=== seg_stream_decoder_flat ===
## src/rtl/seg_stream_decoder_if.sv

```systemverilog
// Bundles the digit/LED sample stream, the capture-FIFO read port and the decode status outputs.
// master = stream source and FIFO reader, slave = decoder.
interface seg_stream_decoder_if #(
    parameter int DEPTH = 16
);
    localparam int CW = $clog2(DEPTH) + 1;

    logic          en;
    logic [55:0]   digits_in;
    logic [7:0]    led_in;
    logic          rd_en;
    logic [3:0]    rd_data;
    logic          empty;
    logic          full;
    logic [CW-1:0] fifo_cnt;
    logic          overflow;
    logic [3:0]    char_code;
    logic          char_valid;
    logic          shift_err;
    logic          led_err;
    logic [15:0]   char_cnt;

    modport master (
        output en, digits_in, led_in, rd_en,
        input  rd_data, empty, full, fifo_cnt, overflow,
               char_code, char_valid, shift_err, led_err, char_cnt
    );

    modport slave (
        input  en, digits_in, led_in, rd_en,
        output rd_data, empty, full, fifo_cnt, overflow,
               char_code, char_valid, shift_err, led_err, char_cnt
    );
endinterface

```

## src/rtl/seg_stream_decoder.sv

```systemverilog
// Decodes characters shifted into an 8-digit 7-segment stream and queues their codes.
// Latency 1 from a shift to char_code/char_valid; FIFO read is first-word-fall-through.
// No backpressure on the stream: a push into a full FIFO is dropped and flags overflow.
module seg_stream_decoder #(
    parameter int DEPTH = 16
) (
    input  logic                 clk,
    input  logic                 rst,
    seg_stream_decoder_if.slave  bus
);
    localparam int AW = $clog2(DEPTH);
    localparam int CW = AW + 1;

    logic [55:0]   r_prev_digits;
    logic [7:0]    r_prev_led;
    logic [3:0]    r_char_code;
    logic          r_char_valid;
    logic          r_shift_err;
    logic          r_led_err;
    logic [15:0]   r_char_cnt;
    logic [3:0]    r_mem [DEPTH];
    logic [AW-1:0] r_wr_ptr;
    logic [AW-1:0] r_rd_ptr;
    logic [CW-1:0] r_cnt;
    logic          r_overflow;
    logic [3:0]    r_last;

    logic          w_idle;
    logic          w_adj;
    logic          w_shift;
    logic          w_serr;
    logic          w_led_bad;
    logic          w_full;
    logic          w_empty;
    logic          w_pop;
    logic          w_wr;
    logic [3:0]    w_code;

    // Patterns are active-low, bit6=g .. bit0=a; all-lit decodes as B so code 8 never appears.
    function automatic logic [3:0] decode(input logic [6:0] seg);
        case (seg)
            7'b1000000: decode = 4'h0;
            7'b1111001: decode = 4'h1;
            7'b0100100: decode = 4'h2;
            7'b0110000: decode = 4'h3;
            7'b0011001: decode = 4'h4;
            7'b0010010: decode = 4'h5;
            7'b0000010: decode = 4'h6;
            7'b1111000: decode = 4'h7;
            7'b0010000: decode = 4'h9;
            7'b0001000: decode = 4'hA;
            7'b0000000: decode = 4'hB;
            7'b1000001: decode = 4'hC;
            7'b1111111: decode = 4'hD;
            7'b0111111: decode = 4'hE;
            default:    decode = 4'hF;
        endcase
    endfunction

    assign w_idle    = (bus.digits_in == r_prev_digits);
    assign w_adj     = (bus.digits_in[55:7] == r_prev_digits[48:0]);
    assign w_shift   = bus.en && !w_idle && w_adj;
    assign w_serr    = bus.en && !w_idle && !w_adj;
    // On a shift the LED bus must move with the digits; otherwise it must stay put.
    assign w_led_bad = bus.en && (w_shift ? (bus.led_in[7:1] != r_prev_led[6:0])
                                          : (bus.led_in != r_prev_led));
    assign w_code    = decode(bus.digits_in[6:0]);

    assign w_full    = (r_cnt == CW'(DEPTH));
    assign w_empty   = (r_cnt == '0);
    assign w_pop     = bus.rd_en && !w_empty;
    assign w_wr      = w_shift && (!w_full || w_pop);

    always_ff @(posedge clk or posedge rst) begin
        if (rst) begin
            r_prev_digits <= '1;
            r_prev_led    <= '0;
            r_char_code   <= '0;
            r_char_valid  <= 1'b0;
            r_shift_err   <= 1'b0;
            r_led_err     <= 1'b0;
            r_char_cnt    <= '0;
        end else begin
            r_char_valid <= w_shift;
            r_shift_err  <= w_serr;
            r_led_err    <= w_led_bad;
            if (bus.en) begin
                r_prev_digits <= bus.digits_in;
                r_prev_led    <= bus.led_in;
            end
            if (w_shift) begin
                r_char_code <= w_code;
                if (r_char_cnt != 16'hFFFF) r_char_cnt <= r_char_cnt + 16'd1;
            end
        end
    end

    always_ff @(posedge clk) begin
        if (w_wr) r_mem[r_wr_ptr] <= w_code;
    end

    always_ff @(posedge clk or posedge rst) begin
        if (rst) begin
            r_wr_ptr   <= '0;
            r_rd_ptr   <= '0;
            r_cnt      <= '0;
            r_overflow <= 1'b0;
            r_last     <= '0;
        end else begin
            if (w_wr) r_wr_ptr <= r_wr_ptr + AW'(1);
            if (w_pop) begin
                r_rd_ptr <= r_rd_ptr + AW'(1);
                r_last   <= r_mem[r_rd_ptr];
            end
            if (w_shift && !w_wr) r_overflow <= 1'b1;
            case ({w_wr, w_pop})
                2'b10:   r_cnt <= r_cnt + CW'(1);
                2'b01:   r_cnt <= r_cnt - CW'(1);
                default: r_cnt <= r_cnt;
            endcase
        end
    end

    assign bus.rd_data    = w_empty ? r_last : r_mem[r_rd_ptr];
    assign bus.empty      = w_empty;
    assign bus.full       = w_full;
    assign bus.fifo_cnt   = r_cnt;
    assign bus.overflow   = r_overflow;
    assign bus.char_code  = r_char_code;
    assign bus.char_valid = r_char_valid;
    assign bus.shift_err  = r_shift_err;
    assign bus.led_err    = r_led_err;
    assign bus.char_cnt   = r_char_cnt;
endmodule

```

## src/flat_wrapper.sv

```systemverilog
// flat-port wrapper written by rule: the top's interface ports become plain ports
module seg_stream_decoder_flat 
#(
    parameter int DEPTH = 16
)
  (clk, rst, bus_en, bus_digits_in, bus_led_in, bus_rd_en, bus_rd_data, bus_empty, bus_full, bus_fifo_cnt, bus_overflow, bus_char_code, bus_char_valid, bus_shift_err, bus_led_err, bus_char_cnt);
  seg_stream_decoder_if #(.DEPTH(DEPTH)) bus_i ();
  input  logic clk;
  input  logic rst;
  input wire logic [$bits(bus_i.en)-1:0] bus_en;
  input wire logic [$bits(bus_i.digits_in)-1:0] bus_digits_in;
  input wire logic [$bits(bus_i.led_in)-1:0] bus_led_in;
  input wire logic [$bits(bus_i.rd_en)-1:0] bus_rd_en;
  output wire logic [$bits(bus_i.rd_data)-1:0] bus_rd_data;
  output wire logic [$bits(bus_i.empty)-1:0] bus_empty;
  output wire logic [$bits(bus_i.full)-1:0] bus_full;
  output wire logic [$bits(bus_i.fifo_cnt)-1:0] bus_fifo_cnt;
  output wire logic [$bits(bus_i.overflow)-1:0] bus_overflow;
  output wire logic [$bits(bus_i.char_code)-1:0] bus_char_code;
  output wire logic [$bits(bus_i.char_valid)-1:0] bus_char_valid;
  output wire logic [$bits(bus_i.shift_err)-1:0] bus_shift_err;
  output wire logic [$bits(bus_i.led_err)-1:0] bus_led_err;
  output wire logic [$bits(bus_i.char_cnt)-1:0] bus_char_cnt;
  assign bus_i.en = bus_en;
  assign bus_i.digits_in = bus_digits_in;
  assign bus_i.led_in = bus_led_in;
  assign bus_i.rd_en = bus_rd_en;
  assign bus_rd_data = bus_i.rd_data;
  assign bus_empty = bus_i.empty;
  assign bus_full = bus_i.full;
  assign bus_fifo_cnt = bus_i.fifo_cnt;
  assign bus_overflow = bus_i.overflow;
  assign bus_char_code = bus_i.char_code;
  assign bus_char_valid = bus_i.char_valid;
  assign bus_shift_err = bus_i.shift_err;
  assign bus_led_err = bus_i.led_err;
  assign bus_char_cnt = bus_i.char_cnt;
  seg_stream_decoder #(.DEPTH(DEPTH)) u_core (.clk(clk), .rst(rst), .bus(bus_i));
endmodule
```

## config.mk

```make
export PLATFORM = sky130hd
export DESIGN_NAME = seg_stream_decoder_flat
export DESIGN_NICKNAME = d
export VERILOG_FILES = /design/src/rtl/seg_stream_decoder_if.sv /design/src/rtl/seg_stream_decoder.sv /design/src/flat_wrapper.sv
export SDC_FILE = /design/constraint.sdc
export NUM_CORES = 1
export LEC_CHECK = 0
export ABC_AREA = 1
export CAP_MARGIN = 20
export CORE_ASPECT_RATIO = 1.1
export CORE_MARGIN = 10
export CORE_UTILIZATION = 37
export CTS_CLUSTER_SIZE = 14
export DETAILED_ROUTE_END_ITERATION = 12
export GPL_ROUTABILITY_DRIVEN = 1
export PLACE_DENSITY = 0.54
export SYNTH_ARGS = -nofsm -noshare
export SYNTH_HDL_FRONTEND = slang
export SYNTH_SLANG_ARGS = --single-unit
```

## constraint.sdc

```tcl
create_clock -name clk -period 4.2 [get_ports clk]
set_clock_uncertainty 0.05 [all_clocks]
set_input_delay 1.26 -clock clk [delete_from_list [all_inputs] [get_ports clk]]
set_output_delay 1.26 -clock clk [all_outputs]
set_load 0.1 [all_outputs]
```

seg_stream_decoder_flat, the metal 4 layer:
Cells faint in the background.
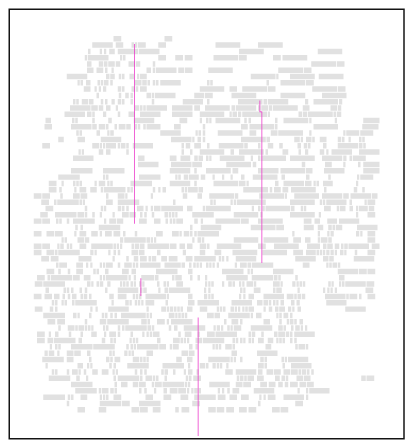
The layer carries 207 um of wire. 3 nets have wire on it.
Routed WL: 24.7 mm
via count: 7,406

==> changes_impl.md <==
### Metrics

* Leak Pwr at 5.06 nW
* Buffering overhead at 11.9%
* Tool Warnings at 30
* Layout clock area frac at 5.01%
* GRT overflow at 0
* Comb gates at 776
* Drt pass-1 iters at 5
* Reg2reg start: u_core.r_prev_digits[33]$_DFFE_PP1P_
* Register area at 4620 sq um
* Clock sink count at 169
* Yosys cell count at 1,077
* Syn Area/Cell at 8.52 sq um
* Full die area at 31,500 sq um
* Global Route met1 Usage at 21.5%
* Status: completed
* Repair and plain buffers at 144
* Hold buffer count at cts at 0
* Post-Syn Nets at 1,155
* Setup slack at placement at -0.134 ns
* Maximum root-to-sink buffer count at 2
* Sequential cell area share at 40.5%
* Gate Area at 4100 sq um
* Area reported by Yosys stat at 9180 sq um
-- logic make-up (layout without fill, tap and decap cells) --
family	after synthesis	after routing	synth area share (%)
XOR/XNOR	102	102	9.73
AND/OR/NAND/NOR	544	544	24.8
flip-flops	169	169	50.3
AND-OR/OR-AND	107	107	6.67
buffers and inverters	132	276	5.73
adder cells (fa/ha/maj)	10	10	1.36
multiplexers	13	13	1.42
other	0	2	0
-- state kept, by name, summed over array words and instances, names as in the netlist --
signal                 count
u_core.bus.char_valid      1
u_core.bus.led_err         1
u_core.bus.overflow        1
u_core.r_last              4
u_core.r_wr_ptr            4
u_core.bus.char_cnt       16
u_core.bus.fifo_cnt        5
u_core.bus.shift_err       1
u_core.r_mem              64
u_core.r_rd_ptr            4
u_core.r_prev_led          8
u_core.r_prev_digits      56
u_core.bus.char_code       4
-- critical path, stage by stage --
cell and delay (ns):
clkdlybuf4s50_1 0.50, xor2_1 0.22, nor2_1 0.12, nand3_1 0.12, nor2_1 0.18, nand3_2 0.15, nor2_8 0.13, nand3_1 0.15
ha_1 0.28, xor2_2 0.16, ha_1 0.18, inv_1 0.06, nand2_1 0.07, nand3_1 0.08, o211ai_1 0.10, a21oi_1 0.12
o21ai_0 0.11, xor2_1 0.15

=== skinny_sbox8_isw1_np ===
skinny_sbox8_isw1_np, congestion heat map:
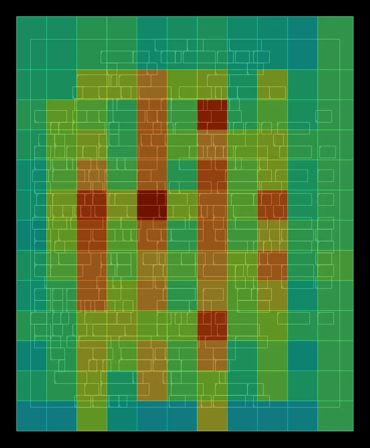
skinny_sbox8_isw1_np, sequential cells grouped by signal name:
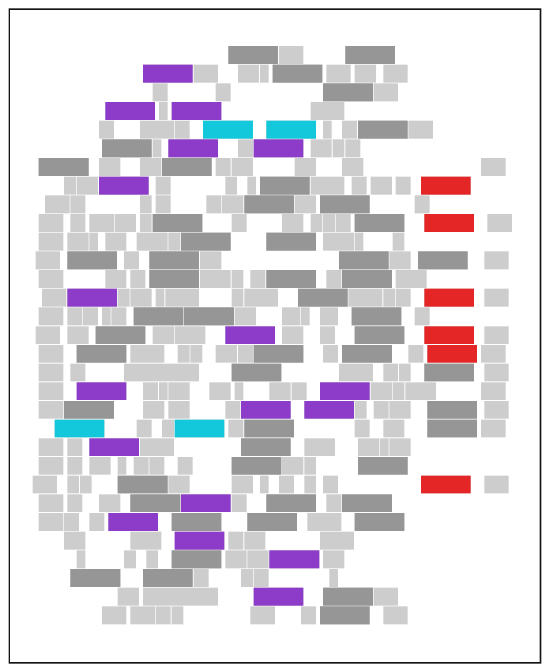
skinny_sbox8_isw1_np, clock distribution:
Bar = 20 um.
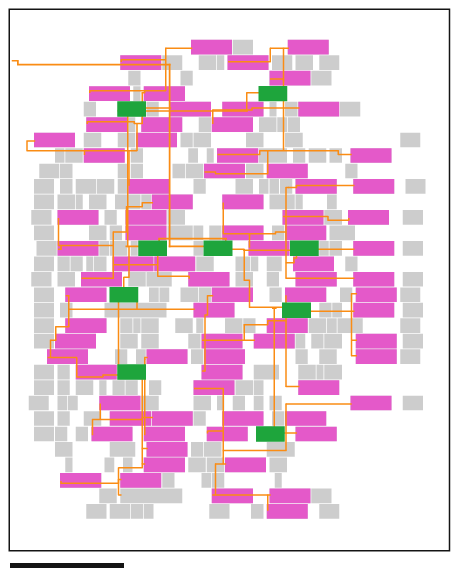
==> src/rtl/skinny_sbox_pkg.sv <==
// Shared helpers for the masked SKINNY-128 8-bit S-box: bit permutations,
// latency constant and the unmasked reference S-box.
package skinny_sbox_pkg;

  localparam int unsigned SBOX_W       = 8;
  localparam int unsigned SBOX_LATENCY = 8;

  // Inter-round wiring: new[7:0] = {x2,x1,x7,x6,x4,x0,x3,x5}
  function automatic logic [SBOX_W-1:0] perm8(input logic [SBOX_W-1:0] x);
    return {x[2], x[1], x[7], x[6], x[4], x[0], x[3], x[5]};
  endfunction

  // Final wiring: exchange bits 1 and 2
  function automatic logic [SBOX_W-1:0] swap12(input logic [SBOX_W-1:0] x);
    return {x[7:3], x[1], x[2], x[0]};
  endfunction

  // Unmasked S(x): 3x [MIX, PERM], MIX, SWAP
  function automatic logic [SBOX_W-1:0] sbox_ref(input logic [SBOX_W-1:0] x);
    logic [SBOX_W-1:0] t;
    t = x;
    for (int i = 0; i < 4; i++) begin
      t[0] = t[0] ^ ~(t[3] | t[2]);
      t[4] = t[4] ^ ~(t[7] | t[6]);
      if (i < 3) t = perm8(t);
    end
    return swap12(t);
  endfunction

endpackage

==> src/rtl/skinny_isw_and2.sv <==
// Two-share ISW AND with share-wise XOR accumulate: c0^c1 = (d0^d1) ^ (a0^a1)&(b0^b1).
// Two register layers; all operands must be held stable across both edges.
module skinny_isw_and2 (
  input  logic clk,
  input  logic rst,
  input  logic a0,
  input  logic a1,
  input  logic b0,
  input  logic b1,
  input  logic d0,
  input  logic d1,
  input  logic rb,
  output logic c0,
  output logic c1
);

  logic p0_q;
  logic z_q;

  // Layer 1 refreshes both partial products with rb before any share mixing
  always_ff @(posedge clk) begin
    if (rst) begin
      p0_q <= 1'b0;
      z_q  <= 1'b0;
      c0   <= 1'b0;
      c1   <= 1'b0;
    end else begin
      p0_q <= (a0 & b0) ^ rb;
      z_q  <= rb ^ (a0 & b1);
      c0   <= p0_q ^ d0;
      c1   <= (a1 & b1) ^ (a1 & b0) ^ z_q ^ d1;
    end
  end

endmodule

==> src/rtl/skinny_sbox8_isw1_np.sv <==
// First-order masked SKINNY-128 8-bit S-box, two shares, non-pipelined (8 cycles).
// Optional start/done handshake when SKINNY_SBOX_DONE_EN is defined.
module skinny_sbox8_isw1_np
  import skinny_sbox_pkg::*;
(
  input  logic       clk,
  input  logic       rst,
`ifdef SKINNY_SBOX_DONE_EN
  input  logic       start,
  output logic       done,
`endif
  output logic [7:0] so1,
  output logic [7:0] so0,
  input  logic [7:0] si1,
  input  logic [7:0] si0,
  input  logic [7:0] r
);

  localparam int unsigned LATENCY = SBOX_LATENCY;
  localparam int unsigned ROUNDS  = LATENCY / 2;

  logic [ROUNDS-1:0][7:0] st0, st1;
  logic [ROUNDS-1:0][7:0] y0, y1;
  logic [ROUNDS-1:0][5:0] pq0, pq1;
  logic [ROUNDS-1:0]      cx0_s0, cx0_s1, cx4_s0, cx4_s1;

  // Round inputs: raw shares for round 0, permuted previous round otherwise
  always_comb begin
    st0[0] = si0;
    st1[0] = si1;
    for (int k = 1; k < ROUNDS; k++) begin
      st0[k] = perm8(y0[k-1]);
      st1[k] = perm8(y1[k-1]);
    end
  end

  always_comb begin
    for (int k = 0; k < ROUNDS; k++) begin
      y0[k] = {pq0[k][5:3], cx4_s0[k], pq0[k][2:0], cx0_s0[k]};
      y1[k] = {pq1[k][5:3], cx4_s1[k], pq1[k][2:0], cx0_s1[k]};
    end
  end

  // Bits untouched by MIX pass through one register per round
  always_ff @(posedge clk) begin
    if (rst) begin
      pq0 <= '0;
      pq1 <= '0;
    end else begin
      for (int k = 0; k < ROUNDS; k++) begin
        pq0[k] <= {st0[k][7:5], st0[k][3:1]};
        pq1[k] <= {st1[k][7:5], st1[k][3:1]};
      end
    end
  end

  // Masked NOR: complement share 0 of each operand, then ISW AND into the target bit
  for (genvar k = 0; k < ROUNDS; k++) begin : g_rnd
    skinny_isw_and2 u_and_x0 (
      .clk (clk),
      .rst (rst),
      .a0  (~st0[k][3]),
      .a1  (st1[k][3]),
      .b0  (~st0[k][2]),
      .b1  (st1[k][2]),
      .d0  (st0[k][0]),
      .d1  (st1[k][0]),
      .rb  (r[2*k+1]),
      .c0  (cx0_s0[k]),
      .c1  (cx0_s1[k])
    );

    skinny_isw_and2 u_and_x4 (
      .clk (clk),
      .rst (rst),
      .a0  (~st0[k][7]),
      .a1  (st1[k][7]),
      .b0  (~st0[k][6]),
      .b1  (st1[k][6]),
      .d0  (st0[k][4]),
      .d1  (st1[k][4]),
      .rb  (r[2*k]),
      .c0  (cx4_s0[k]),
      .c1  (cx4_s1[k])
    );
  end

  assign so0 = swap12(y0[ROUNDS-1]);
  assign so1 = swap12(y1[ROUNDS-1]);

`ifdef SKINNY_SBOX_DONE_EN
  logic [2:0] cnt;
  logic       busy;

  // done rises on the LATENCY-th edge after start and holds until start/rst
  always_ff @(posedge clk) begin
    if (rst) begin
      cnt  <= '0;
      busy <= 1'b0;
      done <= 1'b0;
    end else if (start) begin
      cnt  <= '0;
      busy <= 1'b1;
      done <= 1'b0;
    end else if (busy) begin
      if (cnt == 3'(LATENCY - 1)) begin
        done <= 1'b1;
        busy <= 1'b0;
      end else begin
        cnt <= cnt + 3'd1;
      end
    end
  end
`endif

endmodule

==> config.mk <==
export PLATFORM = sky130hd
export DESIGN_NAME = skinny_sbox8_isw1_np
export DESIGN_NICKNAME = d
export VERILOG_FILES = /design/src/rtl/skinny_sbox_pkg.sv /design/src/rtl/skinny_isw_and2.sv /design/src/rtl/skinny_sbox8_isw1_np.sv
export SDC_FILE = /design/constraint.sdc
export NUM_CORES = 1
export LEC_CHECK = 0
export CAP_MARGIN = 30
export CORE_ASPECT_RATIO = 1.25
export CORE_MARGIN = 3
export CORE_UTILIZATION = 45
export CTS_CLUSTER_SIZE = 20
export DETAILED_ROUTE_END_ITERATION = 10
export GPL_ROUTABILITY_DRIVEN = 0
export PLACE_DENSITY = 0.71
export SETUP_SLACK_MARGIN = 0.3
export SYNTH_ARGS = -nofsm -noshare
export SYNTH_HDL_FRONTEND = slang
export SYNTH_SLANG_ARGS = --single-unit
==> constraint.sdc <==
create_clock -name clk -period 3.3 [get_ports clk]
set_clock_uncertainty 0.2 [all_clocks]
set_input_delay 0.66 -clock clk [delete_from_list [all_inputs] [get_ports clk]]
set_output_delay 0.66 -clock clk [all_outputs]
set_load 0.005 [all_outputs]
==> changes_impl.md <==
### Metrics

* Post-Syn Nets at 283
* Floorplan Utilization at 47.7%
* CTS Buf Count at 9
* Switching Fraction at 20.8%
* Gate Area at 1040 sq um
* Tool Warnings at 26
* Io pins at 42
* Status: completed
* Clock sink count at 80
* Unrepaired setup endpoints after global routing: no
* Final instance area at 3390 sq um
* Top power group: sequential cells
* CP max-delay cell: clkdlybuf4s50_1
* Crit share post-route at 60.4%
* Flip-flops with a built-in enable at 0
About 'congestion heat map' of skinny_sbox8_isw1_np:
Global Route met1 Usage: 11.8%
final core occ: 56.7%
GRT met3 Usage: 3.82%
GR Layer Usage met2: 19.2%

About 'sequential cells grouped by signal name' of skinny_sbox8_isw1_np:
`pq0`: drawn in purple, placed flops 18. `g_rnd.u_and_x0.p0_q`: drawn in cyan, placed flops 4. `so1`: drawn in red, placed flops 6, where middle right.

About 'clock distribution' of skinny_sbox8_isw1_np:
cells driving clock nets: drawn in green, count 9. flip-flops: drawn in magenta, count 80. clock wires: drawn in orange, length 831 um.
There are 10 routed clock nets.
Clk pwr share: 38.1%
clk latency late pin: 0.33 ns
Power Clock: 774 uW

## cells in the final DEF, fill, tap and decap left out
| master | netlist | final |
|---|---|---|
| a21oi_1 | 9 | 9 |
| a21oi_2 | 7 | 7 |
| buf_2 | 6 | 1 |
| buf_4 | 16 | 2 |
| bufinv_16 | 0 | 2 |
| clkbuf_1 | 0 | 1 |
| clkbuf_8 | 0 | 11 |
| clkdlybuf4s50_1 | 0 | 40 |
| clkinv_2 | 0 | 1 |
| dfxtp_1 | 80 | 80 |
| nand3_1 | 8 | 8 |
| nor2_1 | 16 | 16 |
| nor2b_1 | 49 | 49 |
| nor2b_2 | 7 | 7 |
| nor3b_2 | 8 | 8 |
| o21ai_0 | 8 | 8 |
| or3_1 | 8 | 8 |
| xnor2_1 | 24 | 24 |
| xor2_1 | 8 | 8 |
## stage by stage
step | std cells | hold WS (ns)
after global routing | 372 | 0.258
after CTS | 372 | 0.240
after floorplan | 257 | 0.214
after global placement | 357 | 0.218
final | 372 | 0.235
after detailed placement | 357 | 0.223

=== instr_fetch_unit_flat ===
--- config.mk ---
export PLATFORM = sky130hd
export DESIGN_NAME = instr_fetch_unit_flat
export DESIGN_NICKNAME = d
export VERILOG_FILES = /design/src/rtl/instr_fetch_unit_pkg.sv /design/src/rtl/instr_fetch_unit_if.sv /design/src/rtl/instr_fetch_unit_fifo.sv /design/src/rtl/instr_fetch_unit.sv /design/src/flat_wrapper.sv
export SDC_FILE = /design/constraint.sdc
export NUM_CORES = 1
export LEC_CHECK = 0
export ABC_AREA = 1
export CAP_MARGIN = 20
export CELL_PAD_IN_SITES_DETAIL_PLACEMENT = 1
export CELL_PAD_IN_SITES_GLOBAL_PLACEMENT = 1
export CORE_AREA = 4 4 161 163
export DETAILED_ROUTE_END_ITERATION = 8
export DIE_AREA = 0 0 165 167
export GPL_ROUTABILITY_DRIVEN = 0
export PLACE_DENSITY_LB_ADDON = 0.25
export SLEW_MARGIN = 30
export SYNTH_ARGS = -nofsm -noshare
export SYNTH_HDL_FRONTEND = slang
export SYNTH_SLANG_ARGS = --single-unit
--- constraint.sdc ---
create_clock -name clk -period 8.95 [get_ports clk]
set_input_delay 1.3425 -clock clk [delete_from_list [all_inputs] [get_ports clk]]
set_output_delay 1.3425 -clock clk [all_outputs]
set_load 0.05 [all_outputs]
--- src/rtl/instr_fetch_unit_pkg.sv ---
// Shared types for the instruction fetch stage: FSM states, prefetch entry layout
// and the default boot address.
package fetch_pkg;

   localparam logic [31:0] DEFAULT_RESET_VECTOR = 32'hBFC0_0000;

   typedef enum logic {
      FETCH,
      DISCARD
   } fetch_state_t;

   typedef struct packed {
      logic [31:0] pc;
      logic [31:0] word;
   } fetch_entry_t;

   function automatic logic [31:0] align_word(input logic [31:0] addr);
      return {addr[31:2], 2'b00};
   endfunction

endpackage

--- src/rtl/instr_fetch_unit_if.sv ---
// Fetch-stage signal bundle: instruction-memory read bus, redirect input and
// the valid/ready hand-off to the control path.
interface instr_fetch_unit_if;

   logic [31:0] imem_address;
   logic        imem_read;
   logic        imem_waitrequest;
   logic [31:0] imem_readdata;
   logic        redirect;
   logic [31:0] redirect_addr;
   logic        instr_valid;
   logic        instr_ready;
   logic [31:0] instr_word;
   logic [31:0] instr_pc;

   modport master (
      output imem_address, imem_read, instr_valid, instr_word, instr_pc,
      input  imem_waitrequest, imem_readdata, redirect, redirect_addr, instr_ready
   );

   modport slave (
      input  imem_address, imem_read, instr_valid, instr_word, instr_pc,
      output imem_waitrequest, imem_readdata, redirect, redirect_addr, instr_ready
   );

endinterface

--- src/rtl/instr_fetch_unit_fifo.sv ---
// Prefetch FIFO of {pc, word} entries; head is read straight from registered storage.
// Flush wins over push and pop in the same cycle.
module fetch_fifo
   import fetch_pkg::*;
#(
   parameter int unsigned DEPTH = 2
) (
   input  logic                     clk,
   input  logic                     reset,
   input  logic                     push,
   input  fetch_entry_t             push_data,
   input  logic                     pop,
   input  logic                     flush,
   output fetch_entry_t             head_data,
   output logic [$clog2(DEPTH):0]   count
);

   localparam int unsigned AW = $clog2(DEPTH);
   localparam int unsigned CW = AW + 1;

   fetch_entry_t  mem [DEPTH];
   logic [AW-1:0] head;
   logic [AW-1:0] tail;

   always_ff @(posedge clk or posedge reset) begin
      if (reset) begin
         head  <= '0;
         tail  <= '0;
         count <= '0;
         for (int i = 0; i < DEPTH; i++) begin
            mem[i] <= '0;
         end
      end else if (flush) begin
         head  <= '0;
         tail  <= '0;
         count <= '0;
      end else begin
         if (push) begin
            mem[tail] <= push_data;
            tail      <= tail + AW'(1);
         end
         if (pop) begin
            head <= head + AW'(1);
         end
         count <= count + CW'(push) - CW'(pop);
      end
   end

   assign head_data = mem[head];

endmodule

--- src/rtl/instr_fetch_unit.sv ---
// Fetch stage: one outstanding imem read at a time, results queued in a small
// prefetch FIFO, redirects flush the queue and discard any in-flight read.
module instr_fetch_unit
   import fetch_pkg::*;
#(
   parameter int unsigned DEPTH        = 2,
   parameter logic [31:0] RESET_VECTOR = DEFAULT_RESET_VECTOR
) (
   input  logic               clk,
   input  logic               reset,
   instr_fetch_unit_if.master bus
);

   localparam int unsigned   CW      = $clog2(DEPTH) + 1;
   localparam logic [CW-1:0] DEPTH_C = CW'(DEPTH);

   fetch_state_t  state, state_next;
   logic [31:0]   fetch_pc, fetch_pc_next;
   logic [31:0]   address, address_next;
   logic          read, read_next;
   logic [CW-1:0] count, count_after;
   logic          stalled, complete, push, pop, issue;
   fetch_entry_t  head;

   assign stalled  = read & bus.imem_waitrequest;
   assign complete = read & ~bus.imem_waitrequest;
   assign push     = complete & (state == FETCH) & ~bus.redirect;
   assign pop      = (count != '0) & bus.instr_ready;

   fetch_fifo #(.DEPTH(DEPTH)) u_fifo (
      .clk       (clk),
      .reset     (reset),
      .push      (push),
      .push_data ('{pc: address, word: bus.imem_readdata}),
      .pop       (pop),
      .flush     (bus.redirect),
      .head_data (head),
      .count     (count)
   );

   // Space is checked against the post-push/pop occupancy, so an issued read always has a slot.
   always_comb begin
      state_next    = state;
      fetch_pc_next = fetch_pc;
      count_after   = count + CW'(push) - CW'(pop);
      if (bus.redirect) begin
         fetch_pc_next = align_word(bus.redirect_addr);
         count_after   = '0;
      end else if (push) begin
         fetch_pc_next = fetch_pc + 32'd4;
      end
      case (state)
         FETCH:   if (bus.redirect && stalled) state_next = DISCARD;
         DISCARD: if (complete)                state_next = FETCH;
      endcase
      issue        = !stalled && (count_after < DEPTH_C);
      read_next    = stalled || issue;
      address_next = issue ? fetch_pc_next : address;
   end

   always_ff @(posedge clk or posedge reset) begin
      if (reset) begin
         state <= FETCH;
      end else begin
         state <= state_next;
      end
   end

   always_ff @(posedge clk or posedge reset) begin
      if (reset) begin
         fetch_pc <= RESET_VECTOR;
         address  <= RESET_VECTOR;
         read     <= 1'b0;
      end else begin
         fetch_pc <= fetch_pc_next;
         address  <= address_next;
         read     <= read_next;
      end
   end

   assign bus.imem_address = address;
   assign bus.imem_read    = read;
   assign bus.instr_valid  = (count != '0);
   assign bus.instr_word   = head.word;
   assign bus.instr_pc     = head.pc;

   a_hold_while_stalled: assert property (
      @(posedge clk) disable iff (reset) stalled |=> (read && address == $past(address)));
   a_address_aligned: assert property (
      @(posedge clk) disable iff (reset) address[1:0] == 2'b00);
   a_count_bounded: assert property (
      @(posedge clk) disable iff (reset) count <= DEPTH_C);

endmodule

--- src/flat_wrapper.sv ---
// flat-port wrapper written by rule: the top's interface ports become plain ports
module instr_fetch_unit_flat import fetch_pkg::*;
#(
   parameter int unsigned DEPTH        = 2,
   parameter logic [31:0] RESET_VECTOR = DEFAULT_RESET_VECTOR
)
  (clk, reset, bus_imem_address, bus_imem_read, bus_instr_valid, bus_instr_word, bus_instr_pc, bus_imem_waitrequest, bus_imem_readdata, bus_redirect, bus_redirect_addr, bus_instr_ready);
  instr_fetch_unit_if bus_i ();
  input  logic clk;
  input  logic reset;
  output wire logic [$bits(bus_i.imem_address)-1:0] bus_imem_address;
  output wire logic [$bits(bus_i.imem_read)-1:0] bus_imem_read;
  output wire logic [$bits(bus_i.instr_valid)-1:0] bus_instr_valid;
  output wire logic [$bits(bus_i.instr_word)-1:0] bus_instr_word;
  output wire logic [$bits(bus_i.instr_pc)-1:0] bus_instr_pc;
  input wire logic [$bits(bus_i.imem_waitrequest)-1:0] bus_imem_waitrequest;
  input wire logic [$bits(bus_i.imem_readdata)-1:0] bus_imem_readdata;
  input wire logic [$bits(bus_i.redirect)-1:0] bus_redirect;
  input wire logic [$bits(bus_i.redirect_addr)-1:0] bus_redirect_addr;
  input wire logic [$bits(bus_i.instr_ready)-1:0] bus_instr_ready;
  assign bus_imem_address = bus_i.imem_address;
  assign bus_imem_read = bus_i.imem_read;
  assign bus_instr_valid = bus_i.instr_valid;
  assign bus_instr_word = bus_i.instr_word;
  assign bus_instr_pc = bus_i.instr_pc;
  assign bus_i.imem_waitrequest = bus_imem_waitrequest;
  assign bus_i.imem_readdata = bus_imem_readdata;
  assign bus_i.redirect = bus_redirect;
  assign bus_i.redirect_addr = bus_redirect_addr;
  assign bus_i.instr_ready = bus_instr_ready;
  instr_fetch_unit #(.DEPTH(DEPTH), .RESET_VECTOR(RESET_VECTOR)) u_core (.clk(clk), .reset(reset), .bus(bus_i));
endmodule
==> changes_impl.md <==
### Metrics

* Final Hold Fails at 0
* Status: completed
* CP max stage delay at 1.03 ns
* WL met3 at 864 um
* Final #Nets at 1,385
* Share of cells above drive strength 1 at 8.14%
* Setup TNS at 0 ns
* Taps Inserted at 324
* CP most frequent cell: ha_1
* Hpwl dp at 17.8 mm
* Port buffer count at 164
* Leak Pwr at 5.84 nW
* WS Path Type: input port to flip-flop
* Routed vias/inst at 4.80
* Cells after Synth at 1,181
* Async S/R FF share, synth at 100%
* Area leader share at 47.7%
* FF+latch count, synth at 198
* Root buf cell: clkbuf_16
* Yosys cell count at 1,181
* Post-Syn Nets at 1,253
cells by family (layout without fill, tap and decap cells):
kind of cell               count (synthesis)  count (layout)  share of synthesized area [%]
AOI/OAI and AO/OA                        180             180                           10.2
xor gates and xnor gates                   5               5                          0.463
and+or+nand+nor                          620             620                           28.8
adders and majority gates                  3               3                          0.397
buffers and inverters                    175             320                           7.49
DFF                                      198             198                           52.7
registers in the layout (all words and copies together), names as in the netlist:
signal,count
u_core.fetch_pc,32
u_core.state,1
u_core.bus.imem_read,1
u_core.u_fifo.head,1
u_core.bus.imem_address,32
u_core.u_fifo.mem,128
u_core.u_fifo.tail,1
u_core.u_fifo.count,2
layout by cell type, fill, tap and decap left out, types with 3 or more instances in the layout:
master and instances:
dfrtp_1 179, inv_6 3, o21ai_0 92, clkbuf_16 17
nand3_4 3, ha_1 3, clkdlybuf4s50_1 164, buf_4 5
o21ai_1 64, nor2_8 4, nand4_1 12, inv_2 4
nand3_1 50, nor3_1 4, or2_2 19, xor2_1 5
a21oi_1 3, o21bai_1 5, nor2_4 8, and2_1 6
clkinvlp_4 4, dfstp_2 18, a21boi_0 4, a21boi_1 8
nand2_1 469, clkbuf_1 3, nand2_4 7, nor2_1 29
inv_1 113, nor2_2 3
instr_fetch_unit_flat, congestion heat map:
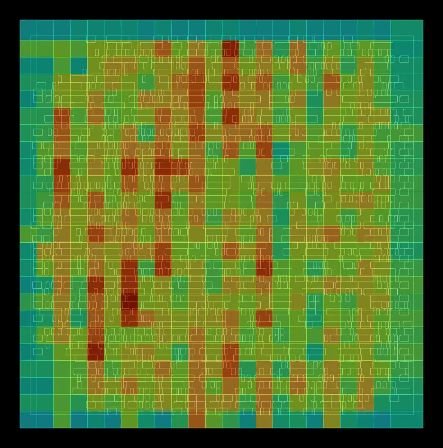
GR Layer Usage met2: 30.9%
Global Route met1 Usage: 26.9%
grt peak-use layer: met2
GRT Util Overall: 19.0%
final core occ: 48.8%

instr_fetch_unit_flat, sequential cells grouped by signal name:
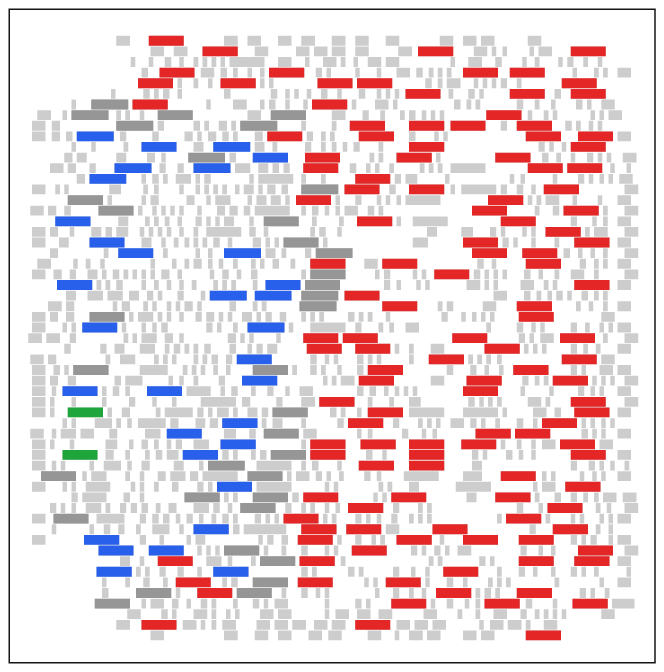
`u_core.u_fifo.mem`: drawn in red, placed flops 128. `u_core.fetch_pc`: drawn in blue, placed flops 32. `u_core.u_fifo.count`: drawn in green, placed flops 2.
Another 36 sequential cells are not coloured.
sequential cell area share: 41.9%
register area: 4980 sq um
sequential power: 1.51 mW

instr_fetch_unit_flat, clock distribution:
Bar = 50 um.
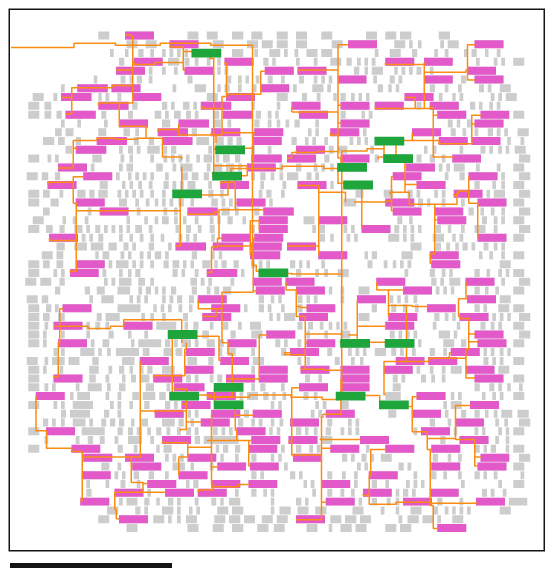
cells driving clock nets: drawn in green, count 17. clock wires: drawn in orange, length 2,440 um. flip-flops: drawn in magenta, count 198.
Position of the flops: widely spread. There are 18 routed clock nets.



==> gallery <==
Pin map.
Pins as bars across the die edge, other pins in grey.
panel A
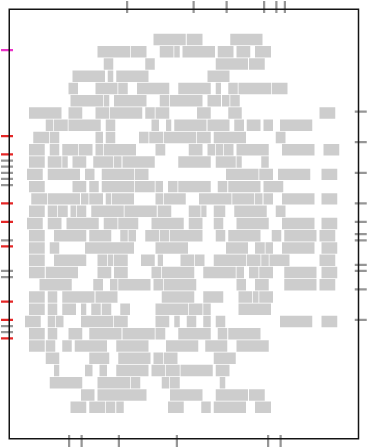
panel B
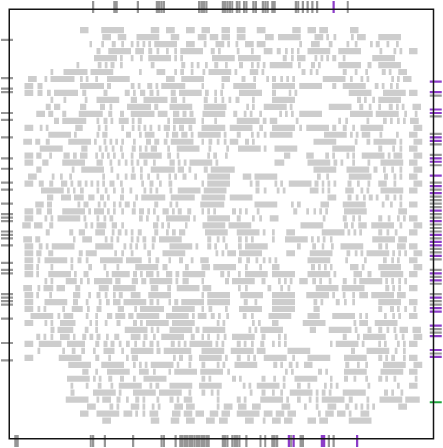
panel C
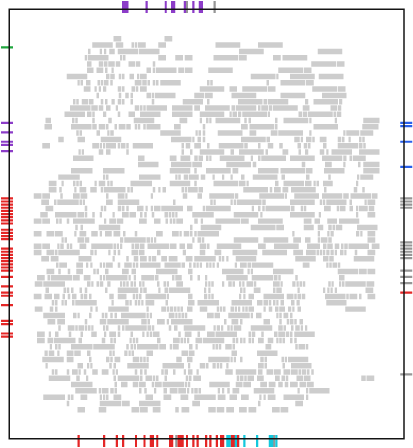
panel B: instr_fetch_unit_flat
panel A: skinny_sbox8_isw1_np
panel C: seg_stream_decoder_flat
Of these, fewest pins: panel A

Key to panel C:
`bus_digits_in`: drawn in red, pins 56, direction input, edge 30 left, 25 bottom, 1 right. `bus_char_cnt`: drawn in purple, pins 16, direction output, edge 11 top, 5 left. `bus_rd_data`: drawn in blue, pins 4, direction output, edge right. `clk`: drawn in green, pins 1, direction input, edge left. `bus_led_in`: drawn in cyan, pins 8, direction input, edge bottom.

Power figures rest on the tool's default switching activity, not on a simulated workload.
